# ---- design 1 ----
design_1/metal_stack.png
The bar under the picture is 20 um long.
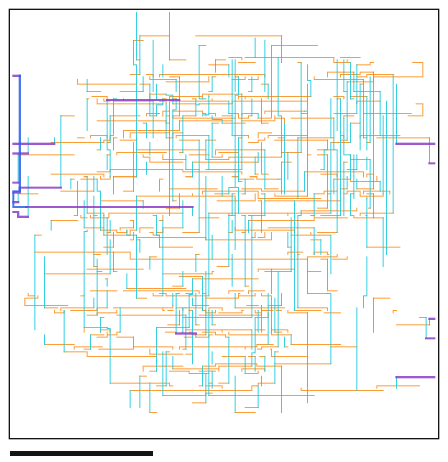

`src/rtl/uart_byte_tx.sv`:
```
// 8N1 UART byte transmitter with rising-edge send request and a one-cycle done strobe.
// Define UART_TX_PARITY_EN to insert an even-parity bit between data and stop (8E1).
module uart_byte_tx #(
    parameter int CLK_FREQ  = 50_000_000,
    parameter int BAUD_RATE = 115200
) (
    input  logic       clk,
    input  logic       rst_n,
    input  logic       send_en,
    input  logic [7:0] tx_data,
    output logic       tx_busy,
    output logic       tx_done,
    output logic       uart_txd
);

    localparam int BAUD_DIV = CLK_FREQ / BAUD_RATE;
    localparam int CW       = $clog2(BAUD_DIV + 1);
    localparam logic [CW-1:0] CNT_LAST = CW'(BAUD_DIV - 1);

    typedef enum logic [2:0] {
        IDLE   = 3'd0,
        START  = 3'd1,
        DATA   = 3'd2,
`ifdef UART_TX_PARITY_EN
        PARITY = 3'd3,
`endif
        STOP   = 3'd4
    } state_t;

    state_t        state, state_nxt;
    logic          send_en_d;
    logic [CW-1:0] baud_cnt, cnt_nxt;
    logic [2:0]    bit_idx, idx_nxt;
    logic [7:0]    shift_reg, shift_nxt;
    logic          txd_nxt, busy_nxt, done_nxt;
    logic          start_edge, bit_end;
`ifdef UART_TX_PARITY_EN
    logic          parity_bit, parity_nxt;
`endif

    assign start_edge = send_en & ~send_en_d;
    assign bit_end    = (baud_cnt == CNT_LAST);

    // All outputs are registered; uart_txd resets high asynchronously to abort a frame cleanly.
    always_ff @(posedge clk or negedge rst_n) begin
        if (!rst_n) begin
            state      <= IDLE;
            send_en_d  <= 1'b0;
            baud_cnt   <= '0;
            bit_idx    <= '0;
            shift_reg  <= '0;
            uart_txd   <= 1'b1;
            tx_busy    <= 1'b0;
            tx_done    <= 1'b0;
`ifdef UART_TX_PARITY_EN
            parity_bit <= 1'b0;
`endif
        end else begin
            state      <= state_nxt;
            send_en_d  <= send_en;
            baud_cnt   <= cnt_nxt;
            bit_idx    <= idx_nxt;
            shift_reg  <= shift_nxt;
            uart_txd   <= txd_nxt;
            tx_busy    <= busy_nxt;
            tx_done    <= done_nxt;
`ifdef UART_TX_PARITY_EN
            parity_bit <= parity_nxt;
`endif
        end
    end

    always_comb begin
        state_nxt  = state;
        cnt_nxt    = bit_end ? '0 : baud_cnt + 1'b1;
        idx_nxt    = bit_idx;
        shift_nxt  = shift_reg;
        txd_nxt    = uart_txd;
        done_nxt   = 1'b0;
`ifdef UART_TX_PARITY_EN
        parity_nxt = parity_bit;
`endif
        case (state)
            IDLE: begin
                cnt_nxt = '0;
                txd_nxt = 1'b1;
                if (start_edge) begin
                    state_nxt  = START;
                    shift_nxt  = tx_data;
                    txd_nxt    = 1'b0;
`ifdef UART_TX_PARITY_EN
                    parity_nxt = ^tx_data;
`endif
                end
            end
            START: begin
                if (bit_end) begin
                    state_nxt = DATA;
                    idx_nxt   = '0;
                    txd_nxt   = shift_reg[0];
                end
            end
            DATA: begin
                // LSB is always at shift_reg[0]; the next bit is staged from shift_reg[1].
                if (bit_end) begin
                    if (bit_idx == 3'd7) begin
`ifdef UART_TX_PARITY_EN
                        state_nxt = PARITY;
                        txd_nxt   = parity_bit;
`else
                        state_nxt = STOP;
                        txd_nxt   = 1'b1;
`endif
                    end else begin
                        idx_nxt   = bit_idx + 3'd1;
                        shift_nxt = {1'b0, shift_reg[7:1]};
                        txd_nxt   = shift_reg[1];
                    end
                end
            end
`ifdef UART_TX_PARITY_EN
            PARITY: begin
                if (bit_end) begin
                    state_nxt = STOP;
                    txd_nxt   = 1'b1;
                end
            end
`endif
            STOP: begin
                txd_nxt = 1'b1;
                if (bit_end) begin
                    state_nxt = IDLE;
                    done_nxt  = 1'b1;
                end
            end
            default: begin
                state_nxt = IDLE;
                cnt_nxt   = '0;
                txd_nxt   = 1'b1;
            end
        endcase
        busy_nxt = (state_nxt != IDLE);
    end

endmodule

```
`config.mk`:
```
export PLATFORM = sky130hd
export DESIGN_NAME = uart_byte_tx
export DESIGN_NICKNAME = d
export VERILOG_FILES = /design/src/rtl/uart_byte_tx.sv
export SDC_FILE = /design/constraint.sdc
export NUM_CORES = 1
export LEC_CHECK = 0
export ABC_AREA = 1
export ABC_CLOCK_PERIOD_IN_PS = 1850
export CAP_MARGIN = 20
export CORE_MARGIN = 2
export CORE_UTILIZATION = 48
export CTS_BUF_LIST = sky130_fd_sc_hd__clkbuf_8
export DETAILED_ROUTE_END_ITERATION = 16
export PLACE_DENSITY = 0.69
export SLEW_MARGIN = 20
export SYNTH_ARGS = -nofsm -noshare
export SYNTH_HDL_FRONTEND = slang
export SYNTH_SLANG_ARGS = --single-unit
```
`constraint.sdc`:
```
create_clock -name clk -period 1.85 [get_ports clk]
set_input_delay 0.37 -clock clk [delete_from_list [all_inputs] [get_ports clk]]
set_output_delay 0.37 -clock clk [all_outputs]
set_load 0.01 [all_outputs]
```
# ---- design 2 ----
===== config.mk =====
export PLATFORM = sky130hd
export DESIGN_NAME = bcd_time_display_scanner
export DESIGN_NICKNAME = d
export VERILOG_FILES = /design/src/rtl/bcd_time_display_scanner.sv
export SDC_FILE = /design/constraint.sdc
export NUM_CORES = 1
export LEC_CHECK = 0
export ABC_AREA = 0
export CORE_MARGIN = 4
export CORE_UTILIZATION = 35
export CTS_CLUSTER_SIZE = 8
export DETAILED_ROUTE_END_ITERATION = 8
export REMOVE_ABC_BUFFERS = 1
export SLEW_MARGIN = 20
export SYNTH_ARGS = -nofsm -noshare
export SYNTH_HDL_FRONTEND = slang
export SYNTH_SLANG_ARGS = --single-unit

===== constraint.sdc =====
create_clock -name clk -period 3.5 [get_ports clk]
set_clock_uncertainty 0.2 [all_clocks]
set_input_delay 0.7 -clock clk [delete_from_list [all_inputs] [get_ports clk]]
set_output_delay 0.7 -clock clk [all_outputs]
set_load 0.01 [all_outputs]

===== src/rtl/bcd_time_display_scanner.sv =====
// Six-digit multiplexed 7-segment scanner for an HH:MM:SS BCD clock.
// The time is latched once per scan frame so a rollover never tears a frame.
module bcd_time_display_scanner #(
   parameter int SCAN_DIV   = 1000,
   parameter bit BLANK_LZ   = 1'b1,
   parameter bit ACTIVE_LOW = 1'b1
) (
   input  logic       clk,
   input  logic       reset,
   input  logic       en,
   input  logic [3:0] sec_units,
   input  logic [3:0] sec_tens,
   input  logic [3:0] min_units,
   input  logic [3:0] min_tens,
   input  logic [3:0] hour_units,
   input  logic [1:0] hour_tens,
   output logic [6:0] seg,
   output logic       dp,
   output logic [5:0] an,
   output logic       frame_start
);

   localparam int CW = (SCAN_DIV > 2) ? $clog2(SCAN_DIV) : 1;

   logic [CW-1:0] cnt;
   logic [2:0]    idx;
   logic          tick;
   logic          wrap;

   logic [3:0] snap_su, snap_st, snap_mu, snap_mt, snap_hu;
   logic [1:0] snap_ht;

   logic [3:0] digit;
   logic [6:0] code;
   logic       blank;
   logic [5:0] an_q;
   logic [6:0] seg_q;
   logic       dp_q;

   assign tick = (cnt == CW'(SCAN_DIV - 1));
   assign wrap = tick && (idx == 3'd5);

   function automatic logic [6:0] decode(input logic [3:0] v);
      case (v)
         4'd0:    decode = 7'h3F;
         4'd1:    decode = 7'h06;
         4'd2:    decode = 7'h5B;
         4'd3:    decode = 7'h4F;
         4'd4:    decode = 7'h66;
         4'd5:    decode = 7'h6D;
         4'd6:    decode = 7'h7D;
         4'd7:    decode = 7'h07;
         4'd8:    decode = 7'h7F;
         4'd9:    decode = 7'h6F;
         default: decode = 7'h40;
      endcase
   endfunction

   always_ff @(posedge clk or posedge reset) begin
      if (reset) begin
         cnt         <= '0;
         idx         <= 3'd0;
         frame_start <= 1'b0;
      end else begin
         cnt         <= tick ? '0 : cnt + 1'b1;
         frame_start <= wrap;
         if (tick) idx <= (idx == 3'd5) ? 3'd0 : idx + 3'd1;
      end
   end

   // All six digits are captured together, only at the frame boundary.
   always_ff @(posedge clk or posedge reset) begin
      if (reset) begin
         snap_su <= '0;
         snap_st <= '0;
         snap_mu <= '0;
         snap_mt <= '0;
         snap_hu <= '0;
         snap_ht <= '0;
      end else if (wrap) begin
         snap_su <= sec_units;
         snap_st <= sec_tens;
         snap_mu <= min_units;
         snap_mt <= min_tens;
         snap_hu <= hour_units;
         snap_ht <= hour_tens;
      end
   end

   always_comb begin
      digit = 4'd0;
      case (idx)
         3'd0:    digit = snap_su;
         3'd1:    digit = snap_st;
         3'd2:    digit = snap_mu;
         3'd3:    digit = snap_mt;
         3'd4:    digit = snap_hu;
         3'd5:    digit = {2'b00, snap_ht};
         default: digit = 4'd0;
      endcase
      // Hour tens of 3 is out of range even though it decodes as a digit.
      code  = ((idx == 3'd5) && (snap_ht == 2'd3)) ? 7'h40 : decode(digit);
      blank = BLANK_LZ && (idx == 3'd5) && (snap_ht == 2'd0);
   end

   always_ff @(posedge clk or posedge reset) begin
      if (reset) begin
         an_q  <= '0;
         seg_q <= '0;
         dp_q  <= 1'b0;
      end else if (!en) begin
         an_q  <= '0;
         seg_q <= '0;
         dp_q  <= 1'b0;
      end else begin
         an_q  <= blank ? 6'd0 : (6'd1 << idx);
         seg_q <= blank ? 7'd0 : code;
         dp_q  <= ((idx == 3'd2) || (idx == 3'd4)) && !snap_su[0];
      end
   end

   assign an  = ACTIVE_LOW ? ~an_q  : an_q;
   assign seg = ACTIVE_LOW ? ~seg_q : seg_q;
   assign dp  = ACTIVE_LOW ? ~dp_q  : dp_q;

endmodule


design_2/metal_stack.png
The bar under the picture is 20 um long.
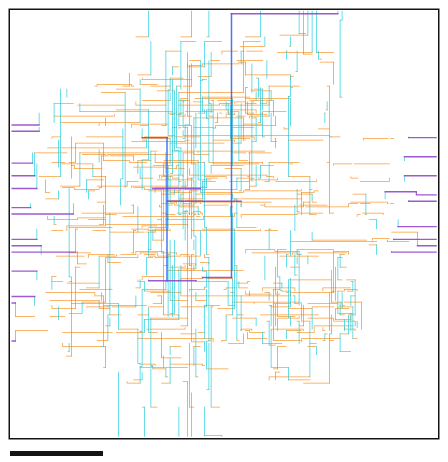
legend:
  met3:
    colour: purple
    wire_length: 218 um
  met4:
    colour: blue
    wire_length: 87.0 um
  met2:
    colour: cyan
    wire_length: 1970 um
  met1:
    colour: orange
    wire_length: 2210 um

==> ci_impl_report.md, design 2 <==
## PnR job results

| Metric | Value |
|---|---|
| Status | complete, no violations |
| Cell Type Count | ~50 |
| Hold buffer count at CTS | 0 |
| R2r setup slk | a little over 0.7 ns |
| Setup TNS | 0 ns |
| Worst setup endpoint | seg_q[6]$_DFF_PP0_ |
| Most common reg cell | dfrtp_1 |
| Critical path's slowest cell | dfrtp_1 |
| Routability cong. | ~0.77 |
| Logic inverters | 23 |
| Metal2 WL | a little under 2000 um |
| Synth flops | roughly 50 |
| WP buf/inv | 2 |
| Compound Share, Synth | 0.106 |
| Global routing's busiest layer | met2 |
| VDD IR max | between 0.15 and 0.2 mV |
| Clk root buf | clkbuf_8 |
| Final hold slack | 0.261 ns |
| Mean Syn Cell Area | 12.0 sq um |
| Grt met1 use | 0.152 |
| Worst EP arrival | about 2.8 ns |
| Endpoint class of the critical path | register |
| RR Endpoint | seg_q[6]$_DFF_PP0_ |
| EDFF count, synth | 0 |
| Vias per std cell | around 4.6 |
| Adder Area Share | 0.0409 |
| HPWL Detailed | 3320 um |
| Comb. cell area | 1060 sq um |
| # clock sinks | 50 |
| Ys cells | a little over 200 |
| Slew at the pin with the worst max-slew slack | 0.620 ns |
| Routed Antenna Nets | 0 |
| Total congestion overflow | 0 |
| Sequential power | 0.000608 W |
| GRT Total Usage | 0.115 |
| Hold Vio Cnt, Final | 0 |
| Startpoint Class | register |
| Fraction of registers with async set/reset | 1.00 |
| Combinational share of power | 0.102 |
| Design Area, Final | around 3000 sq um |
| CP Class | register to register |
| Leak pwr | about 1.3 nW |
| CP startpoint | idx[2]$_DFFE_PP0N_ |
## design 2: Yosys cell counts, types with 3 or more instances
cell type | number | area share
ha_1 | 8 | 0.041
o21ai_0 | 3 | 0.0061
inv_1 | 23 | 0.035
nand3_1 | 5 | 0.010
buf_6 | 3 | 0.014
mux2_2 | 22 | 0.10
a21oi_1 | 7 | 0.014
and2_1 | 3 | 0.0077
xor2_1 | 6 | 0.021
nor2_1 | 12 | 0.018
mux2i_1 | 3 | 0.012
xnor2_1 | 3 | 0.011
dfrtp_1 | 50 | 0.51
nand2_1 | 8 | 0.012
o32ai_1 | 3 | 0.011
nor2_2 | 3 | 0.0077
design_1/pins.png
Pins as bars across the die edge, other pins in grey.
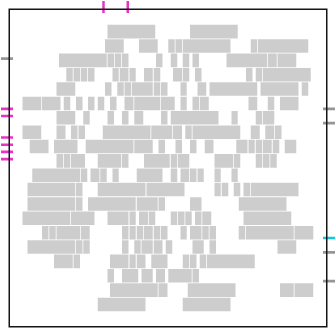
legend:
  tx_busy:
    colour: cyan
    pins: 1
    direction: output
    edge: right
  tx_data:
    colour: magenta
    pins: 8
    direction: input
    edge: 6 left, 2 top
all pins by edge: 7 left, 5 right, 2 top

## Picture notes: design_1/metal_stack.png
legend:
  met2:
    colour: cyan
    wire_length: 1270 um
  met3:
    colour: purple
    wire_length: 69.4 um
  met1:
    colour: orange
    wire_length: 1440 um
  met4:
    colour: blue
    wire_length: 21.1 um

==> ci_impl_report.md, design 1 <==
## PnR job results

| Metric | Value |
|---|---|
| Worst setup endpoint | uart_txd |
| Filler cell count | around 280 |
| Area reported by Yosys stat | about 1500 sq um |
| Commonest Layout Cell | nand2_1 |
| Design Area, Final | between 1500 and 2000 sq um |
| Endpoint class of the critical path | output port |
| First DRT Iteration DRCs | 52 |
| Postcts setup bufs | 0 |
| Area growth, synth to finish | 14.5% |
| H-tree depth | 1 |
| Combinational share of power | 0.047 |
| Final wirelength | 2800 um |
| Power Internal | between 0.0007 and 0.0008 W |
| Hold WC Path Type | input pin to async pin |
| Post-synthesis sequential area ratio | 0.452 |
| Clock Skews | approximately 0.0048 ns |
| Placed Cells | about 230 |
| Comb area leader | simple AND/OR/NAND/NOR gates |
| R2r setup slk | about 0.37 ns |
| Finished Layout Cells | roughly 240 |
| TritonCTS buffer count | 3 |
| Crit. path cell count | 1 |
| Vias per std cell | approximately 5.0 |
| Routability cong. | 0.791 |
| Setup TNS | 0 ns |
| DP Area | ~1700 sq um |
| Adder Area Share | 0.0334 |
| Yosys xor share | 0.0117 |
| VDD IR max | approximately 0.4 mV |
| Post-synth top area cell | dfrtp_1 |
| RSZ-0062 raised after global routing | false |
| Worst EP arrival | 1.35 ns |
| Worst slew margin | 0.770 |
| WL per Instance | ~12 um |
| Post-Syn Nets | about 200 |
| Top delay family on crit path | flip-flops |
| Place WS | 0.365 ns |
| Cell Type Count | 28 |
| Die area | roughly 3600 sq um |
| Clock group power | ~0.00033 W |
| Initial antenna violation count | 0 |
| N_diodes | 0 |
| Critical path's slowest cell | dfstp_2 |
| Crit-path max FO | 2 |
| Util after Layout | 0.571 |
| Core Area | ~3000 sq um |
| Status | complete, no violations |
| DRC viols | 0 |
==> design 1: layer usage <==
layer  vias up  part of all wire  track usage
met5         -                 0            0
met2        17              0.45        0.290
li1        617                 -            -
met1       554              0.51        0.262
met3         2             0.025       0.0281
met4         0            0.0075       0.0540
==> design 1: final cells by class <==
class,instances,area share
Clock inverter,1,0.00438
Multi-Input combinational cell,138,0.428
Sequential cell,27,0.395
Clock buffer,3,0.0241
Timing Repair Buffer,14,0.0803
Tap cell,33,0.0241
Inverter,20,0.0445

# ---- design 3 ----
design_3/final_clocks.png
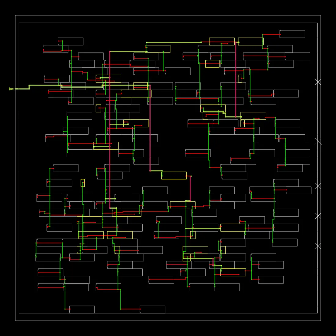

File: src/rtl/cla_pkg.sv
// Shared types and helpers for the byte-serial CLA adder.
package cla_pkg;

  localparam int BYTE_W = 8;

  typedef enum logic [1:0] {
    IDLE = 2'd0,
    RUN  = 2'd1,
    DONE = 2'd2
  } state_e;

  // Two's-complement overflow: operands agree in sign, result sign differs.
  function automatic logic signed_ovf(input logic a_msb, input logic b_msb, input logic s_msb);
    return ~(a_msb ^ b_msb) & (a_msb ^ s_msb);
  endfunction

endpackage

File: src/rtl/cla_adder_8bit.sv
// 8-bit combinational carry-lookahead adder slice.
module cla_adder_8bit
  import cla_pkg::*;
(
  input  logic [BYTE_W-1:0] a,
  input  logic [BYTE_W-1:0] b,
  input  logic              carry_in_0,
  output logic [BYTE_W-1:0] sum,
  output logic              carry_out
);

  logic [BYTE_W-1:0] g;
  logic [BYTE_W-1:0] p;
  logic [BYTE_W:0]   c;
  logic              pp;

  assign g = a & b;
  assign p = a ^ b;

  // Each carry is the flat sum-of-products of generates and propagate chains.
  always_comb begin
    c    = '0;
    pp   = 1'b0;
    c[0] = carry_in_0;
    for (int i = 0; i < BYTE_W; i++) begin
      c[i+1] = g[i];
      pp     = p[i];
      for (int j = i - 1; j >= 0; j--) begin
        c[i+1] = c[i+1] | (pp & g[j]);
        pp     = pp & p[j];
      end
      c[i+1] = c[i+1] | (pp & carry_in_0);
    end
  end

  assign sum       = p ^ c[BYTE_W-1:0];
  assign carry_out = c[BYTE_W];

endmodule

File: src/rtl/cla_byte_serial_adder.sv
// W-bit add/subtract reusing one 8-bit CLA slice, one byte per clock LSB first.
module cla_byte_serial_adder
  import cla_pkg::*;
#(
  parameter int NUM_BYTES = 4
) (
  input  logic                      clk,
  input  logic                      rst,
  input  logic                      in_valid,
  output logic                      in_ready,
  input  logic [8*NUM_BYTES-1:0]    a,
  input  logic [8*NUM_BYTES-1:0]    b,
  input  logic                      carry_in,
  input  logic                      op_sub,
  output logic                      out_valid,
  input  logic                      out_ready,
  output logic [8*NUM_BYTES-1:0]    sum,
  output logic                      carry_out,
  output logic                      overflow
);

  localparam int IDX_W = $clog2(NUM_BYTES);

  state_e state_q, state_d;

  logic [NUM_BYTES-1:0][BYTE_W-1:0] a_q, b_q, acc_q, acc_d, sum_q;
  logic [IDX_W-1:0]                 idx_q;
  logic                             cy_q, cout_q, ovf_q;
  logic [BYTE_W-1:0]                slice_sum;
  logic                             slice_co;
  logic                             last;
  logic                             accept;

  cla_adder_8bit u_slice (
    .a          (a_q[idx_q]),
    .b          (b_q[idx_q]),
    .carry_in_0 (cy_q),
    .sum        (slice_sum),
    .carry_out  (slice_co)
  );

  assign last   = (idx_q == IDX_W'(NUM_BYTES - 1));
  assign accept = in_valid & in_ready;

  always_ff @(posedge clk or posedge rst) begin
    if (rst) state_q <= IDLE;
    else     state_q <= state_d;
  end

  always_comb begin
    state_d = state_q;
    unique case (state_q)
      IDLE:    if (in_valid) state_d = RUN;
      RUN:     if (last) state_d = DONE;
      DONE:    if (out_ready) state_d = IDLE;
      default: state_d = IDLE;
    endcase
  end

  always_comb begin
    in_ready  = (state_q == IDLE);
    out_valid = (state_q == DONE);
  end

  always_comb begin
    acc_d        = acc_q;
    acc_d[idx_q] = slice_sum;
  end

  // Partial bytes build up in acc_q so the visible result only changes when complete.
  always_ff @(posedge clk or posedge rst) begin
    if (rst) begin
      a_q    <= '0;
      b_q    <= '0;
      acc_q  <= '0;
      sum_q  <= '0;
      idx_q  <= '0;
      cy_q   <= 1'b0;
      cout_q <= 1'b0;
      ovf_q  <= 1'b0;
    end else if (accept) begin
      a_q   <= a;
      b_q   <= op_sub ? ~b : b;
      cy_q  <= op_sub | carry_in;
      idx_q <= '0;
    end else if (state_q == RUN) begin
      acc_q <= acc_d;
      cy_q  <= slice_co;
      if (last) begin
        sum_q  <= acc_d;
        cout_q <= slice_co;
        ovf_q  <= signed_ovf(a_q[NUM_BYTES-1][BYTE_W-1], b_q[NUM_BYTES-1][BYTE_W-1],
                             slice_sum[BYTE_W-1]);
      end else begin
        idx_q <= idx_q + 1'b1;
      end
    end
  end

  assign sum       = sum_q;
  assign carry_out = cout_q;
  assign overflow  = ovf_q;

endmodule

File: config.mk
export PLATFORM = sky130hd
export DESIGN_NAME = cla_byte_serial_adder
export DESIGN_NICKNAME = d
export VERILOG_FILES = /design/src/rtl/cla_pkg.sv /design/src/rtl/cla_adder_8bit.sv /design/src/rtl/cla_byte_serial_adder.sv
export SDC_FILE = /design/constraint.sdc
export NUM_CORES = 1
export LEC_CHECK = 0
export CORE_UTILIZATION = 50
export DETAILED_ROUTE_END_ITERATION = 16
export PLACE_DENSITY = 0.76
export SLEW_MARGIN = 20
export SYNTH_ARGS = -nofsm -noshare
export SYNTH_HDL_FRONTEND = slang
export SYNTH_SLANG_ARGS = --single-unit
File: constraint.sdc
create_clock -name clk -period 6.9 [get_ports clk]
set_clock_uncertainty 0.15 [all_clocks]
set_input_delay 0.69 -clock clk [delete_from_list [all_inputs] [get_ports clk]]
set_output_delay 0.69 -clock clk [all_outputs]
set_load 0.01 [all_outputs]
# ---- design 4 ----
### src/rtl/pulse_sched_if.sv
// Request/response bundle between the two pulse requesters and pulse_sched.
// The master side drives the requests; the slave side is the scheduler.
interface pulse_sched_if #(
  parameter int CW = 4,
  parameter int PW = 4
);
  logic          req0;
  logic [CW-1:0] cnt0;
  logic [PW-1:0] half0;
  logic          req1;
  logic [CW-1:0] cnt1;
  logic [PW-1:0] half1;
  logic          signal;
  logic          busy;
  logic [1:0]    gnt;
  logic [1:0]    done;

  modport master (
    output req0, cnt0, half0, req1, cnt1, half1,
    input  signal, busy, gnt, done
  );

  modport slave (
    input  req0, cnt0, half0, req1, cnt1, half1,
    output signal, busy, gnt, done
  );
endinterface

### src/rtl/pulse_sched.sv
// Round-robin burst scheduler driving a shared square-pulse line.
// Optional abort input is enabled by defining PULSE_SCHED_ABORT_EN.
module pulse_sched #(
  parameter int CW = 4,
  parameter int PW = 4
) (
  input  logic          clock,
  input  logic          reset,
`ifdef PULSE_SCHED_ABORT_EN
  input  logic          abort,
`endif
  pulse_sched_if.slave  bus
);

  typedef enum logic [1:0] {IDLE, HIGH, LOW, DONE} state_t;

  state_t        state_q, state_d;
  logic [PW-1:0] phase_q, phase_d;
  logic [PW-1:0] half_q, half_d;
  logic [CW-1:0] rem_q, rem_d;
  logic          owner_q, owner_d;
  logic          rr_q, rr_d;
  logic          signal_q, signal_d;
  logic          busy_q, busy_d;
  logic [1:0]    gnt_q, gnt_d;
  logic [1:0]    done_q, done_d;

  logic          pick;
  logic [CW-1:0] sel_cnt;
  logic [PW-1:0] sel_half;
  logic [PW-1:0] sel_h;
  logic [CW-1:0] rem_dec;
  logic [1:0]    owner_mask;
  logic          abort_hit;

  // NOTE: every variable gets a default before the case so no path can infer a latch.
  always_comb begin
    state_d    = state_q;
    phase_d    = phase_q;
    half_d     = half_q;
    rem_d      = rem_q;
    owner_d    = owner_q;
    rr_d       = rr_q;
    signal_d   = signal_q;
    busy_d     = busy_q;
    gnt_d      = gnt_q;
    done_d     = 2'b00;

    pick       = (bus.req0 && bus.req1) ? rr_q : bus.req1;
    sel_cnt    = pick ? bus.cnt1 : bus.cnt0;
    sel_half   = pick ? bus.half1 : bus.half0;
    sel_h      = (sel_half == '0) ? PW'(1) : sel_half;
    rem_dec    = rem_q - CW'(1);
    owner_mask = {owner_q, ~owner_q};
`ifdef PULSE_SCHED_ABORT_EN
    abort_hit  = abort;
`else
    abort_hit  = 1'b0;
`endif

    case (state_q)
      IDLE: begin
        if (bus.req0 || bus.req1) begin
          owner_d = pick;
          gnt_d   = pick ? 2'b10 : 2'b01;
          half_d  = sel_h;
          rem_d   = sel_cnt;
          phase_d = sel_h - PW'(1);
          if (sel_cnt != '0) begin
            state_d  = HIGH;
            signal_d = 1'b1;
            busy_d   = 1'b1;
          end else begin
            state_d  = DONE;
            done_d   = pick ? 2'b10 : 2'b01;
          end
        end
      end
      HIGH: begin
        if (abort_hit) begin
          state_d  = DONE;
          signal_d = 1'b0;
          busy_d   = 1'b0;
          done_d   = owner_mask;
        end else if (phase_q == '0) begin
          state_d  = LOW;
          signal_d = 1'b0;
          phase_d  = half_q - PW'(1);
        end else begin
          phase_d  = phase_q - PW'(1);
        end
      end
      LOW: begin
        if (abort_hit) begin
          state_d  = DONE;
          signal_d = 1'b0;
          busy_d   = 1'b0;
          done_d   = owner_mask;
        end else if (phase_q == '0) begin
          // The remaining count only drops at the end of a full high/low period.
          rem_d = rem_dec;
          if (rem_dec == '0) begin
            state_d = DONE;
            busy_d  = 1'b0;
            done_d  = owner_mask;
          end else begin
            state_d  = HIGH;
            signal_d = 1'b1;
            phase_d  = half_q - PW'(1);
          end
        end else begin
          phase_d = phase_q - PW'(1);
        end
      end
      DONE: begin
        state_d = IDLE;
        gnt_d   = 2'b00;
        rr_d    = ~owner_q;
      end
      default: state_d = IDLE;
    endcase
  end

  // NOTE: sequential state uses non-blocking assignments so all registers update together.
  always_ff @(posedge clock) begin
    if (reset) begin
      state_q  <= IDLE;
      phase_q  <= '0;
      half_q   <= '0;
      rem_q    <= '0;
      owner_q  <= 1'b0;
      rr_q     <= 1'b0;
      signal_q <= 1'b0;
      busy_q   <= 1'b0;
      gnt_q    <= 2'b00;
      done_q   <= 2'b00;
    end else begin
      state_q  <= state_d;
      phase_q  <= phase_d;
      half_q   <= half_d;
      rem_q    <= rem_d;
      owner_q  <= owner_d;
      rr_q     <= rr_d;
      signal_q <= signal_d;
      busy_q   <= busy_d;
      gnt_q    <= gnt_d;
      done_q   <= done_d;
    end
  end

  assign bus.signal = signal_q;
  assign bus.busy   = busy_q;
  assign bus.gnt    = gnt_q;
  assign bus.done   = done_q;

endmodule

### src/flat_wrapper.sv
// flat-port wrapper written by rule: the top's interface ports become plain ports
module pulse_sched_flat 
#(
  parameter int CW = 4,
  parameter int PW = 4
)
  (clock, reset, bus_req0, bus_cnt0, bus_half0, bus_req1, bus_cnt1, bus_half1, bus_signal, bus_busy, bus_gnt, bus_done);
  pulse_sched_if #(.CW(CW), .PW(PW)) bus_i ();
  input  logic clock;
  input  logic reset;
  input wire logic [$bits(bus_i.req0)-1:0] bus_req0;
  input wire logic [$bits(bus_i.cnt0)-1:0] bus_cnt0;
  input wire logic [$bits(bus_i.half0)-1:0] bus_half0;
  input wire logic [$bits(bus_i.req1)-1:0] bus_req1;
  input wire logic [$bits(bus_i.cnt1)-1:0] bus_cnt1;
  input wire logic [$bits(bus_i.half1)-1:0] bus_half1;
  output wire logic [$bits(bus_i.signal)-1:0] bus_signal;
  output wire logic [$bits(bus_i.busy)-1:0] bus_busy;
  output wire logic [$bits(bus_i.gnt)-1:0] bus_gnt;
  output wire logic [$bits(bus_i.done)-1:0] bus_done;
  assign bus_i.req0 = bus_req0;
  assign bus_i.cnt0 = bus_cnt0;
  assign bus_i.half0 = bus_half0;
  assign bus_i.req1 = bus_req1;
  assign bus_i.cnt1 = bus_cnt1;
  assign bus_i.half1 = bus_half1;
  assign bus_signal = bus_i.signal;
  assign bus_busy = bus_i.busy;
  assign bus_gnt = bus_i.gnt;
  assign bus_done = bus_i.done;
  pulse_sched #(.CW(CW), .PW(PW)) u_core (.clock(clock), .reset(reset), .bus(bus_i));
endmodule
### config.mk
export PLATFORM = sky130hd
export DESIGN_NAME = pulse_sched_flat
export DESIGN_NICKNAME = d
export VERILOG_FILES = /design/src/rtl/pulse_sched_if.sv /design/src/rtl/pulse_sched.sv /design/src/flat_wrapper.sv
export SDC_FILE = /design/constraint.sdc
export NUM_CORES = 1
export LEC_CHECK = 0
export CELL_PAD_IN_SITES_DETAIL_PLACEMENT = 2
export CELL_PAD_IN_SITES_GLOBAL_PLACEMENT = 2
export CORE_UTILIZATION = 32
export DETAILED_ROUTE_END_ITERATION = 6
export GPL_ROUTABILITY_DRIVEN = 0
export HOLD_SLACK_MARGIN = 0.08
export PLACE_DENSITY_LB_ADDON = 0.1
export SLEW_MARGIN = 40
export SYNTH_ARGS = -nofsm -noshare
export SYNTH_HDL_FRONTEND = slang
export SYNTH_SLANG_ARGS = --single-unit
### constraint.sdc
create_clock -name clock -period 5.8 [get_ports clock]
set_input_delay 1.74 -clock clock [delete_from_list [all_inputs] [get_ports clock]]
set_output_delay 1.74 -clock clock [all_outputs]
set_load 0.01 [all_outputs]
# ---- design 5 ----
[config.mk]
export PLATFORM = sky130hd
export DESIGN_NAME = product_accumulator
export DESIGN_NICKNAME = d
export VERILOG_FILES = /design/src/rtl/mac_pkg.sv /design/src/rtl/n_bit_carry_ripple_adder.sv /design/src/rtl/product_accumulator.sv
export SDC_FILE = /design/constraint.sdc
export NUM_CORES = 1
export LEC_CHECK = 0
export CAP_MARGIN = 20
export CORE_ASPECT_RATIO = 0.5
export CORE_UTILIZATION = 45
export CTS_BUF_LIST = sky130_fd_sc_hd__clkbuf_2
export DETAILED_ROUTE_END_ITERATION = 8
export PLACE_DENSITY = 0.75
export SYNTH_ARGS = -nofsm -noshare
export SYNTH_HDL_FRONTEND = slang
export SYNTH_SLANG_ARGS = --single-unit
[constraint.sdc]
create_clock -name clk -period 22.9 [get_ports clk]
set_input_delay 5.725 -clock clk [delete_from_list [all_inputs] [get_ports clk]]
set_output_delay 5.725 -clock clk [all_outputs]
set_load 0.01 [all_outputs]
[src/rtl/mac_pkg.sv]
// Shared types and constants for the product multiply-accumulate path.
package mac_pkg;

  typedef enum logic [1:0] {
    IDLE  = 2'd0,
    ACCUM = 2'd1,
    HOLD  = 2'd2
  } state_e;

  localparam int PROD_W        = 16;
  localparam int ACC_W_DEFAULT = 24;

endpackage

[src/rtl/n_bit_carry_ripple_adder.sv]
// Plain N-bit carry-ripple adder; the carry-out reports modular wrap of the sum.
module n_bit_carry_ripple_adder #(
  parameter int N = 24
) (
  input  logic [N-1:0] a_i,
  input  logic [N-1:0] b_i,
  input  logic         c_i,
  output logic [N-1:0] sum_o,
  output logic         c_o
);

  always_comb begin : ripple
    logic [N:0] carry;
    carry    = '0;
    sum_o    = '0;
    carry[0] = c_i;
    for (int i = 0; i < N; i++) begin
      sum_o[i]     = a_i[i] ^ b_i[i] ^ carry[i];
      carry[i+1]   = (a_i[i] & b_i[i]) | (carry[i] & (a_i[i] ^ b_i[i]));
    end
    c_o = carry[N];
  end

endmodule

[src/rtl/product_accumulator.sv]
// Sums a frame of 16-bit unsigned products into a wide accumulator and
// presents total, beat count and sticky wrap flag on a valid/ready port.
module product_accumulator
  import mac_pkg::*;
#(
  parameter int ACC_W = ACC_W_DEFAULT,
  parameter int CNT_W = 8
) (
  input  logic              clk,
  input  logic              rst,
  input  logic              in_valid,
  output logic              in_ready,
  input  logic [PROD_W-1:0] product,
  input  logic              in_last,
  output logic              out_valid,
  input  logic              out_ready,
  output logic [ACC_W-1:0]  acc_out,
  output logic [CNT_W-1:0]  beat_cnt,
  output logic              overflow
);

  state_e             state_q;
  logic [ACC_W-1:0]   acc_q;
  logic [CNT_W-1:0]   cnt_q;
  logic               ovf_q;
  logic               out_valid_q;
  logic               in_ready_q;

  logic [ACC_W-1:0]   add_a_d;
  logic [ACC_W-1:0]   add_b_d;
  logic [ACC_W-1:0]   sum_d;
  logic               carry_d;
  logic               beat_d;

  function automatic logic [CNT_W-1:0] sat_inc(input logic [CNT_W-1:0] v);
    return (&v) ? v : v + 1'b1;
  endfunction

  // A fresh frame starts from zero, so the stale accumulator is masked in IDLE.
  assign add_a_d = (state_q == IDLE) ? '0 : acc_q;
  assign add_b_d = {{(ACC_W-PROD_W){1'b0}}, product};
  assign beat_d  = in_valid & in_ready_q;

  n_bit_carry_ripple_adder #(
    .N(ACC_W)
  ) u_adder (
    .a_i  (add_a_d),
    .b_i  (add_b_d),
    .c_i  (1'b0),
    .sum_o(sum_d),
    .c_o  (carry_d)
  );

  always_ff @(posedge clk) begin
    if (rst) begin
      state_q     <= IDLE;
      acc_q       <= '0;
      cnt_q       <= '0;
      ovf_q       <= 1'b0;
      out_valid_q <= 1'b0;
      in_ready_q  <= 1'b1;
    end else begin
      case (state_q)
        IDLE, ACCUM: begin
          if (beat_d) begin
            acc_q <= sum_d;
            cnt_q <= (state_q == IDLE) ? CNT_W'(1) : sat_inc(cnt_q);
            ovf_q <= (state_q == IDLE) ? 1'b0 : (ovf_q | carry_d);
            if (in_last) begin
              state_q     <= HOLD;
              out_valid_q <= 1'b1;
              in_ready_q  <= 1'b0;
            end else begin
              state_q <= ACCUM;
            end
          end
        end
        HOLD: begin
          if (out_ready) begin
            state_q     <= IDLE;
            out_valid_q <= 1'b0;
            in_ready_q  <= 1'b1;
          end
        end
        default: begin
          state_q     <= IDLE;
          out_valid_q <= 1'b0;
          in_ready_q  <= 1'b1;
        end
      endcase
    end
  end

  assign in_ready  = in_ready_q;
  assign out_valid = out_valid_q;
  assign acc_out   = acc_q;
  assign beat_cnt  = cnt_q;
  assign overflow  = ovf_q;

endmodule

design_4/pins.png
Pins as bars across the die edge, other pins in grey.
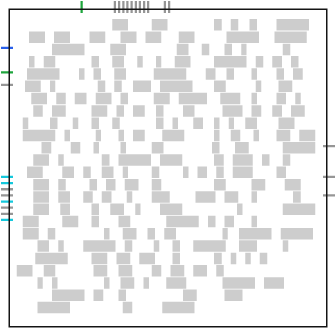
legend:
  bus_gnt:
    colour: green
    pins: 2
    direction: output
    edge: 1 left, 1 top
  clock:
    colour: blue
    pins: 1
    direction: input
    edge: left
  bus_half0:
    colour: cyan
    pins: 4
    direction: input
    edge: left
all pins by edge: 12 top, 11 left, 3 right

design_4/registers.png
Other sequential cells in the stronger grey, the rest of the logic in the fainter grey.
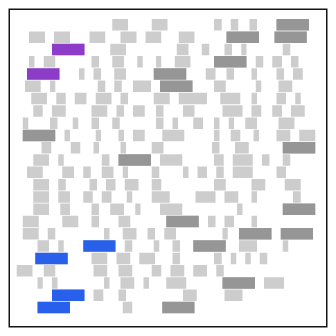
legend:
  u_core.half_q:
    colour: blue
    flops: 4
    where: lower left
  u_core.bus.gnt:
    colour: purple
    flops: 2
not coloured: 16

==> ci_impl_report.md, design 4 <==
## PnR job results

| Metric | Value |
|---|---|
| Share of cells above drive strength 1 | 0.0524 |
| Metal2 WL | about 2500 um |
| Hold WC Path Type | register to register |
| Combinational share of power | 0.598 |
| Sequential share of power | 0.295 |
| Worst setup margin | 2.01 ns |
| CTS resizes | 0 |
| Min cycle time layout | 3.79 ns |
| CTS clk-pin slew, worst paths | roughly 0.090 ns |
| Critical path's slowest cell | clkdlybuf4s50_1 |
| Top pwr grp | combinational cells |
| Slew Viols, Final | 0 |
| Status | complete, no violations |
| Uppermost routed layer | met4 |
| Most common library cells after synthesis | 22 x dfxtp_1, 22 x nor2_1, 16 x a21oi_1 |
| ClkCell Share | 0.0230 |
| R2r setup slk | about 3.5 ns |
| Most numerous logic cells after layout | 24 x clkdlybuf4s50_1, 22 x nor2_1, 22 x dfxtp_1, 16 x a21oi_1, 13 x o21ai_0 |
| Sw Share | 0.470 |
| GRT Total Usage | 0.217 |
| Area growth, synth to finish | 21.8% |
| Startpoint Class | input pin |
| Comb group | between 0.0005 and 0.0006 W |
| H-tree depth | 1 |
| Finished Layout Cells | 262 |
| Global routing's busiest layer | met2 |
| RR Startpoint | u_core.state_q[0]$_SDFFE_PP0P_ |
| Met1 wire length | 2420 um |
design 4: worst min-delay path by stage:
stage / endpoint / cells after the start
after CTS: u_core.bus.busy$_SDFFE_PP0P_ / 2
final: u_core.bus.busy$_SDFFE_PP0P_ / 2
after floorplan: u_core.half_q[0]$_SDFFE_PP0P_ / 2
after global placement: u_core.bus.busy$_SDFFE_PP0P_ / 2
after detailed placement: u_core.bus.busy$_SDFFE_PP0P_ / 2
after global routing: u_core.bus.busy$_SDFFE_PP0P_ / 2
design_3/registers.png
Other sequential cells in the stronger grey, the rest of the logic in the fainter grey.
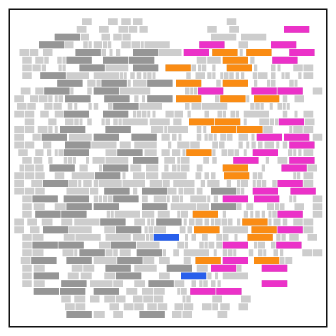
legend:
  acc_q:
    colour: orange
    flops: 24
  sum:
    colour: magenta
    flops: 32
  state_q:
    colour: blue
    flops: 2
not coloured: 69

design_3/pins.png
Pins as bars across the die edge, other pins in grey.
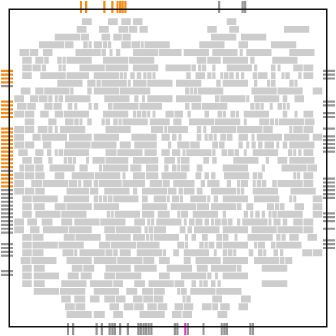
legend:
  b:
    colour: orange
    pins: 32
    direction: input
    edge: 24 left, 8 top
  out_ready:
    colour: magenta
    pins: 1
    direction: input
    edge: bottom

About design_3/final_clocks.png:
flip-flops: 127
# clock sinks: 127
TritonCTS buffer count: 17
clk latency late pin: 0.41 ns
clock group power: 0.000802 W

==> ci_impl_report.md, design 3 <==
## PnR job results

| Metric | Value |
|---|---|
| Violated checks | DRC |
| Status | finished with violations |
| Die area | roughly 12000 sq um |
| Die Width | between 100 and 150 um |
| Worst path cell trace | buf_4 -> mux4_2 -> ha_1 -> a21oi_1 -> a21oi_1 -> or4_4 -> a31oi_1 -> o21ai_1 |
| Mean Syn Cell Area | 11.1 sq um |
| Standard-cell row count | 39 |
| Hold WC Path Type | register to register |
| Pre-antenna DRT Iters | 10 |
| Syn Inst Count | 540 |
| CP Data Required Time | around 7.0 ns |
| Hold Vio Cnt, Final | 0 |
| Post-Syn Nets | about 620 |
| RSZ-0062 raised after global routing | false |
| Most numerous logic cells after layout | 127 x dfrtp_1, 104 x clkdlybuf4s50_1, 70 x nand2_1, 53 x o21ai_0, 42 x a21oi_1 |
| CP Class | register to register |
| CTS resizes | 0 |
| Cell Type Count | ~40 |
| EDFF count, synth | 0 |
| HPWL Detailed | ~9100 um |
| Place WS | about 3.6 ns |
| Util after Layout | 0.661 |
| Worst Reg-to-Reg Cells | 8 |
| Crit. path cell count | 8 |
| Synth flops | 127 |
| Synth top cell by count | dfrtp_1 |
| Metal2 WL | 6600 um |
| Setup TNS | 0 ns |
| Register area | 3180 sq um |
| Hold Crit Depth | 2 |
| Worst setup endpoint | sum[7]$_DFFE_PP0P_ |
| Global Route met3 Usage | 0.0490 |
| Endpoint, Worst Hold | acc_q[0]$_DFFE_PP0P_ |
| Die Y | 112 um |
| Area reported by Yosys stat | 6000 sq um |
| Vias per std cell | about 5.4 |
| Slew Viols, Final | 0 |
| Most common reg cell | dfrtp_1 |
| Layout non-clock buf frac | 0.140 |
| Postcts setup bufs | 0 |
| Metal3 WL | around 550 um |
| Final wirelength | roughly 13000 um |
| Log Warnings | 29 |
| Fin crit share | 0.485 |
| Simple Share, Synth | 0.105 |
| Buffers outside the clock class | 108 |
| Critical path's most frequent cell | a21oi_1 |
| Filler cell count | roughly 900 |
| FMAX | about 0.3 GHz |
| DRC viols | 5 |
| VDD IR max | about 0.28 mV |
| CTS clk-pin slew, worst paths | 0.05 ns |
| IO Count | ~110 |
| Worst EP arrival | about 3.5 ns |
## design 3: through the flow
stage	area [sq um]	hold WS, ns	power, W	instances
floorplan	6000	0.292	0.00303	540
global placement	7110	0.304	0.00367	757
detailed placement	7110	0.315	0.00376	757
CTS	7640	0.327	0.00459	788
global route	7650	0.345	0.00491	788
finish	7650	0.326	0.00456	788
## design 3: where the power goes
part | leakage [nW] | switching (W) | internal [W]
clock | 0.264 | 0.000294 | 0.000508
combinational | 1.40 | 0.00137 | 0.00105
sequential | 1.52 | 0.000228 | 0.00111
total | 3.18 | 0.00189 | 0.00267
design_5/final_clocks.png
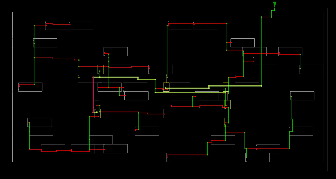
flip-flops: 37
Clock Skews: 0.0186 ns
# clock sinks: 37
clk_buf instances: 5

==> ci_impl_report.md, design 5 <==
## PnR job results

| Metric | Value |
|---|---|
| Sw Share | 0.314 |
| Leak pwr | a little over 1 nW |
| N_diodes | 0 |
| Area reported by Yosys stat | between 2000 and 2500 sq um |
| Mean Syn Cell Area | a little under 9 sq um |
| Top cells by area | dfxtp_1 35%, fa_1 14%, nand2_1 8.6% |
| Hold buffer count at CTS | 0 |
| Endpoint, Worst Hold | acc_out[10]$_SDFFE_PP0P_ |
| DRC viols | 2 |
| Met1 wire length | ~2000 um |
| Post-synthesis sequential area ratio | 0.354 |
| Clock network power share | 0.221 |
| Area growth, synth to finish | 29.1% |
| Fin crit share | 0.575 |
| Worst slew margin | 0.732 |
| Routability cong. | between 0.7 and 0.8 |
| Design Area, Final | around 2700 sq um |
| Crit. path cell count | 29 |
| Status | finished with violations |
| Violated checks | DRC |
| Global routing's busiest layer | met2 |
| Hold Crit Depth | 2 |
| Most common reg cell | dfxtp_1 |
| Fp util | 0.473 |
==> design 5: area by class of cell <==
| cell class | count | area (sq um) |
|---|---|---|
| Tap cell | 57 | 71.3 |
| Timing Repair Buffer | 58 | 573 |
| Clock buffer | 5 | 25.0 |
| Fill cell | 410 | 1720 |
| Inverter | 6 | 22.5 |
| Clock inverter | 3 | 12.5 |
| Sequential cell | 37 | 741 |
| Multi-Input combinational cell | 179 | 1260 |
==> design 5: flip-flops by register name (all words and copies together) (netlist names) <==
signal and count:
overflow 1, in_ready 1, acc_out 24, beat_cnt 8, state_q 2, out_valid 1

# ---- design 6 ----
design_6/registers.png
Other sequential cells in the stronger grey, the rest of the logic in the fainter grey.
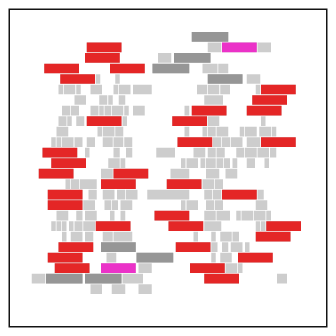
===== config.mk =====
export PLATFORM = sky130hd
export DESIGN_NAME = button_debouncer
export DESIGN_NICKNAME = d
export VERILOG_FILES = /design/src/rtl/button_debouncer.sv
export SDC_FILE = /design/constraint.sdc
export NUM_CORES = 1
export LEC_CHECK = 0
export CORE_MARGIN = 5
export CORE_UTILIZATION = 40
export DETAILED_ROUTE_END_ITERATION = 10
export PLACE_DENSITY = 0.53
export SLEW_MARGIN = 20
export SYNTH_ARGS = -nofsm -noshare
export SYNTH_HDL_FRONTEND = slang
export SYNTH_SLANG_ARGS = --single-unit

===== constraint.sdc =====
create_clock -name clk -period 4.1 [get_ports clk]
set_input_delay 0.41 -clock clk [delete_from_list [all_inputs] [get_ports clk]]
set_output_delay 0.41 -clock clk [all_outputs]
set_load 0.1 [all_outputs]

===== src/rtl/button_debouncer.sv =====
// Multi-channel push-button debouncer: two-flop synchronizer, per-channel
// stability counter, debounced level plus one-cycle press/release pulses.
module button_debouncer #(
  parameter int NUM_BTN         = 2,
  parameter int DEBOUNCE_CYCLES = 120000
) (
  input  logic               clk,
  input  logic               rst_btn,
  input  logic [NUM_BTN-1:0] pmod,
  output logic [NUM_BTN-1:0] btn_level,
  output logic [NUM_BTN-1:0] btn_press,
  output logic [NUM_BTN-1:0] btn_release
);

  localparam int             CNT_W   = $clog2(DEBOUNCE_CYCLES);
  localparam logic [CNT_W-1:0] CNT_MAX = CNT_W'(DEBOUNCE_CYCLES - 1);

  logic [NUM_BTN-1:0] sync1_q;
  logic [NUM_BTN-1:0] sync2_q;

  // Buttons idle high, so the synchronizer resets to the released level.
  always_ff @(posedge clk or negedge rst_btn) begin
    if (!rst_btn) begin
      sync1_q <= '1;
      sync2_q <= '1;
    end else begin
      sync1_q <= pmod;
      sync2_q <= sync1_q;
    end
  end

  genvar gi;
  generate
    for (gi = 0; gi < NUM_BTN; gi++) begin : g_chan
      logic [CNT_W-1:0] cnt_q;
      logic [CNT_W-1:0] cnt_d;
      logic             stable_q;
      logic             stable_d;
      logic             press_q;
      logic             press_d;
      logic             release_q;
      logic             release_d;

      // Any sample agreeing with the stable level restarts qualification.
      always_comb begin
        cnt_d     = '0;
        stable_d  = stable_q;
        press_d   = 1'b0;
        release_d = 1'b0;
        if (sync2_q[gi] != stable_q) begin
          if (cnt_q == CNT_MAX) begin
            stable_d  = sync2_q[gi];
            press_d   = ~sync2_q[gi];
            release_d = sync2_q[gi];
          end else begin
            cnt_d = cnt_q + 1'b1;
          end
        end
      end

      always_ff @(posedge clk or negedge rst_btn) begin
        if (!rst_btn) begin
          cnt_q     <= '0;
          stable_q  <= 1'b1;
          press_q   <= 1'b0;
          release_q <= 1'b0;
        end else begin
          cnt_q     <= cnt_d;
          stable_q  <= stable_d;
          press_q   <= press_d;
          release_q <= release_d;
        end
      end

      assign btn_level[gi]   = stable_q;
      assign btn_press[gi]   = press_q;
      assign btn_release[gi] = release_q;
    end
  endgenerate

endmodule


==> ci_impl_report.md <==
## PnR job results

| Metric | Value |
|---|---|
| Number of flip-flops in the largest register | 34 |
| Share of cells above drive strength 1 | 0.105 |
| Crit-path max FO | 5 |
| Buffers outside the clock class | 9 |
| N_diodes | 0 |
| Startpoint Class | register |
| Grt met2 use | 0.212 |
| Filler cell count | 474 |
| Comb group | 0.0000284 W |
| Mapped Area | ~2000 sq um |
| Top cells by area | dfrtp_1 46%, dfstp_2 7.7%, xnor2_1 7.2% |
| Comb. cell area | slightly below 900 sq um |
| TritonCTS buffer count | 5 |
| Clk latency late pin | about 0.30 ns |
| Clk_buf instances | 5 |
| CP Class | register to output port |
| Pre-antenna DRT Iters | 4 |
| Hold Vio Cnt, Final | 0 |
| Most common reg cell | dfrtp_1 |
| Synth top cell by count | dfrtp_1 |
| CP Data Required Time | 3.69 ns |
| Area growth, synth to finish | 11.0% |
| EDFF count, synth | 0 |
| Top delay family on crit path | buffers and inverters |
| Metal3 WL | around 110 um |
| Adder Area Share | 0.0121 |
| CP startpoint | g_chan[0].stable_q$_DFFE_PN1P_ |
| Post-synthesis sequential area ratio | 0.538 |
| Worst EP arrival | about 2.0 ns |
| Status | complete, no violations |
| Clock Skews | around 0.0095 ns |
| Comb area leader | simple AND/OR/NAND/NOR gates |
| Compound Share, Synth | 0.00668 |
| Sequential power | 0.000449 W |
| RR Startpoint | g_chan[0].cnt_q[6]$_DFF_PN0_ |
| Worst path cell trace | clkdlybuf4s50_1 |
| Final wirelength | around 3600 um |
| Largest net degree at the start of global routing | 45 |
| Port Buffers | 9 |
| Clock buffer depth | 2 |
About design_6/registers.png:
legend:
  g_chan.cnt_q:
    colour: red
    flops: 34
  g_chan.press_q:
    colour: magenta
    flops: 2

## stage by stage
stage | util | hold WS [ns] | cells | setup slack [ns] | area (sq um)
floorplan | - | 0.114 | 194 | 2.15 | 2060
global placement | 0.430 | 0.346 | 262 | 1.90 | 2170
detailed placement | 0.430 | 0.347 | 262 | 1.88 | 2170
CTS | 0.452 | 0.294 | 270 | 1.65 | 2280
global route | 0.454 | 0.143 | 270 | 1.62 | 2290
finish | 0.454 | 0.101 | 270 | 1.66 | 2290


## Gallery

Metal layers overlaid.
The bar under the picture is 20 um long.
shot_01.png
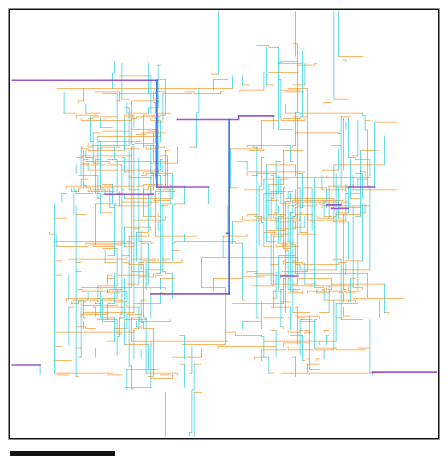
shot_02.png
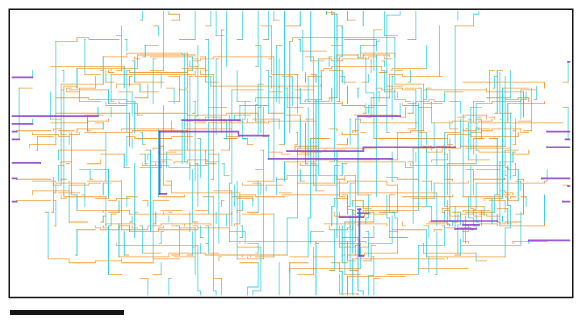
shot_03.png
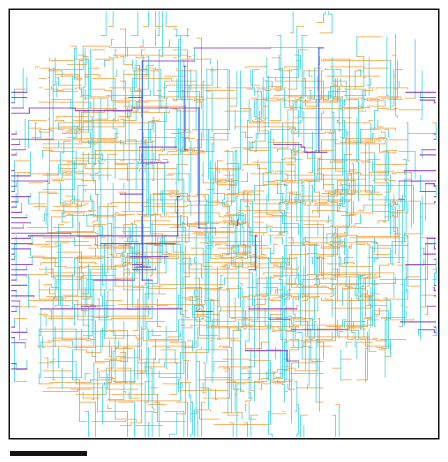
shot_04.png
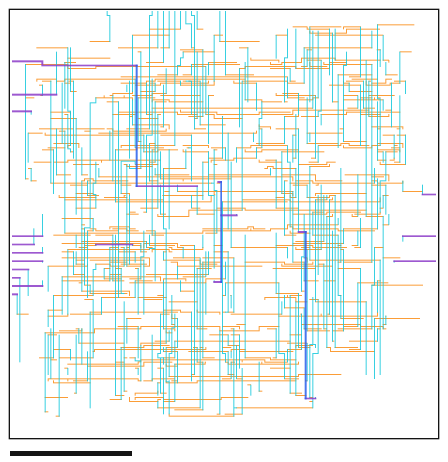
Design 5 is shot_02.png.
Design 6 is shot_01.png.
Design 4 is shot_04.png.
Design 3 is shot_03.png.
The one with the largest die is shot_03.png.

Key to shot_03.png:
legend:
  met1:
    colour: orange
    wire_length: 5720 um
  met3:
    colour: purple
    wire_length: 549 um
  met4:
    colour: blue
    wire_length: 159 um
  met2:
    colour: cyan
    wire_length: 6600 um

No activity file was given, so power comes from the tool's default toggle rates.
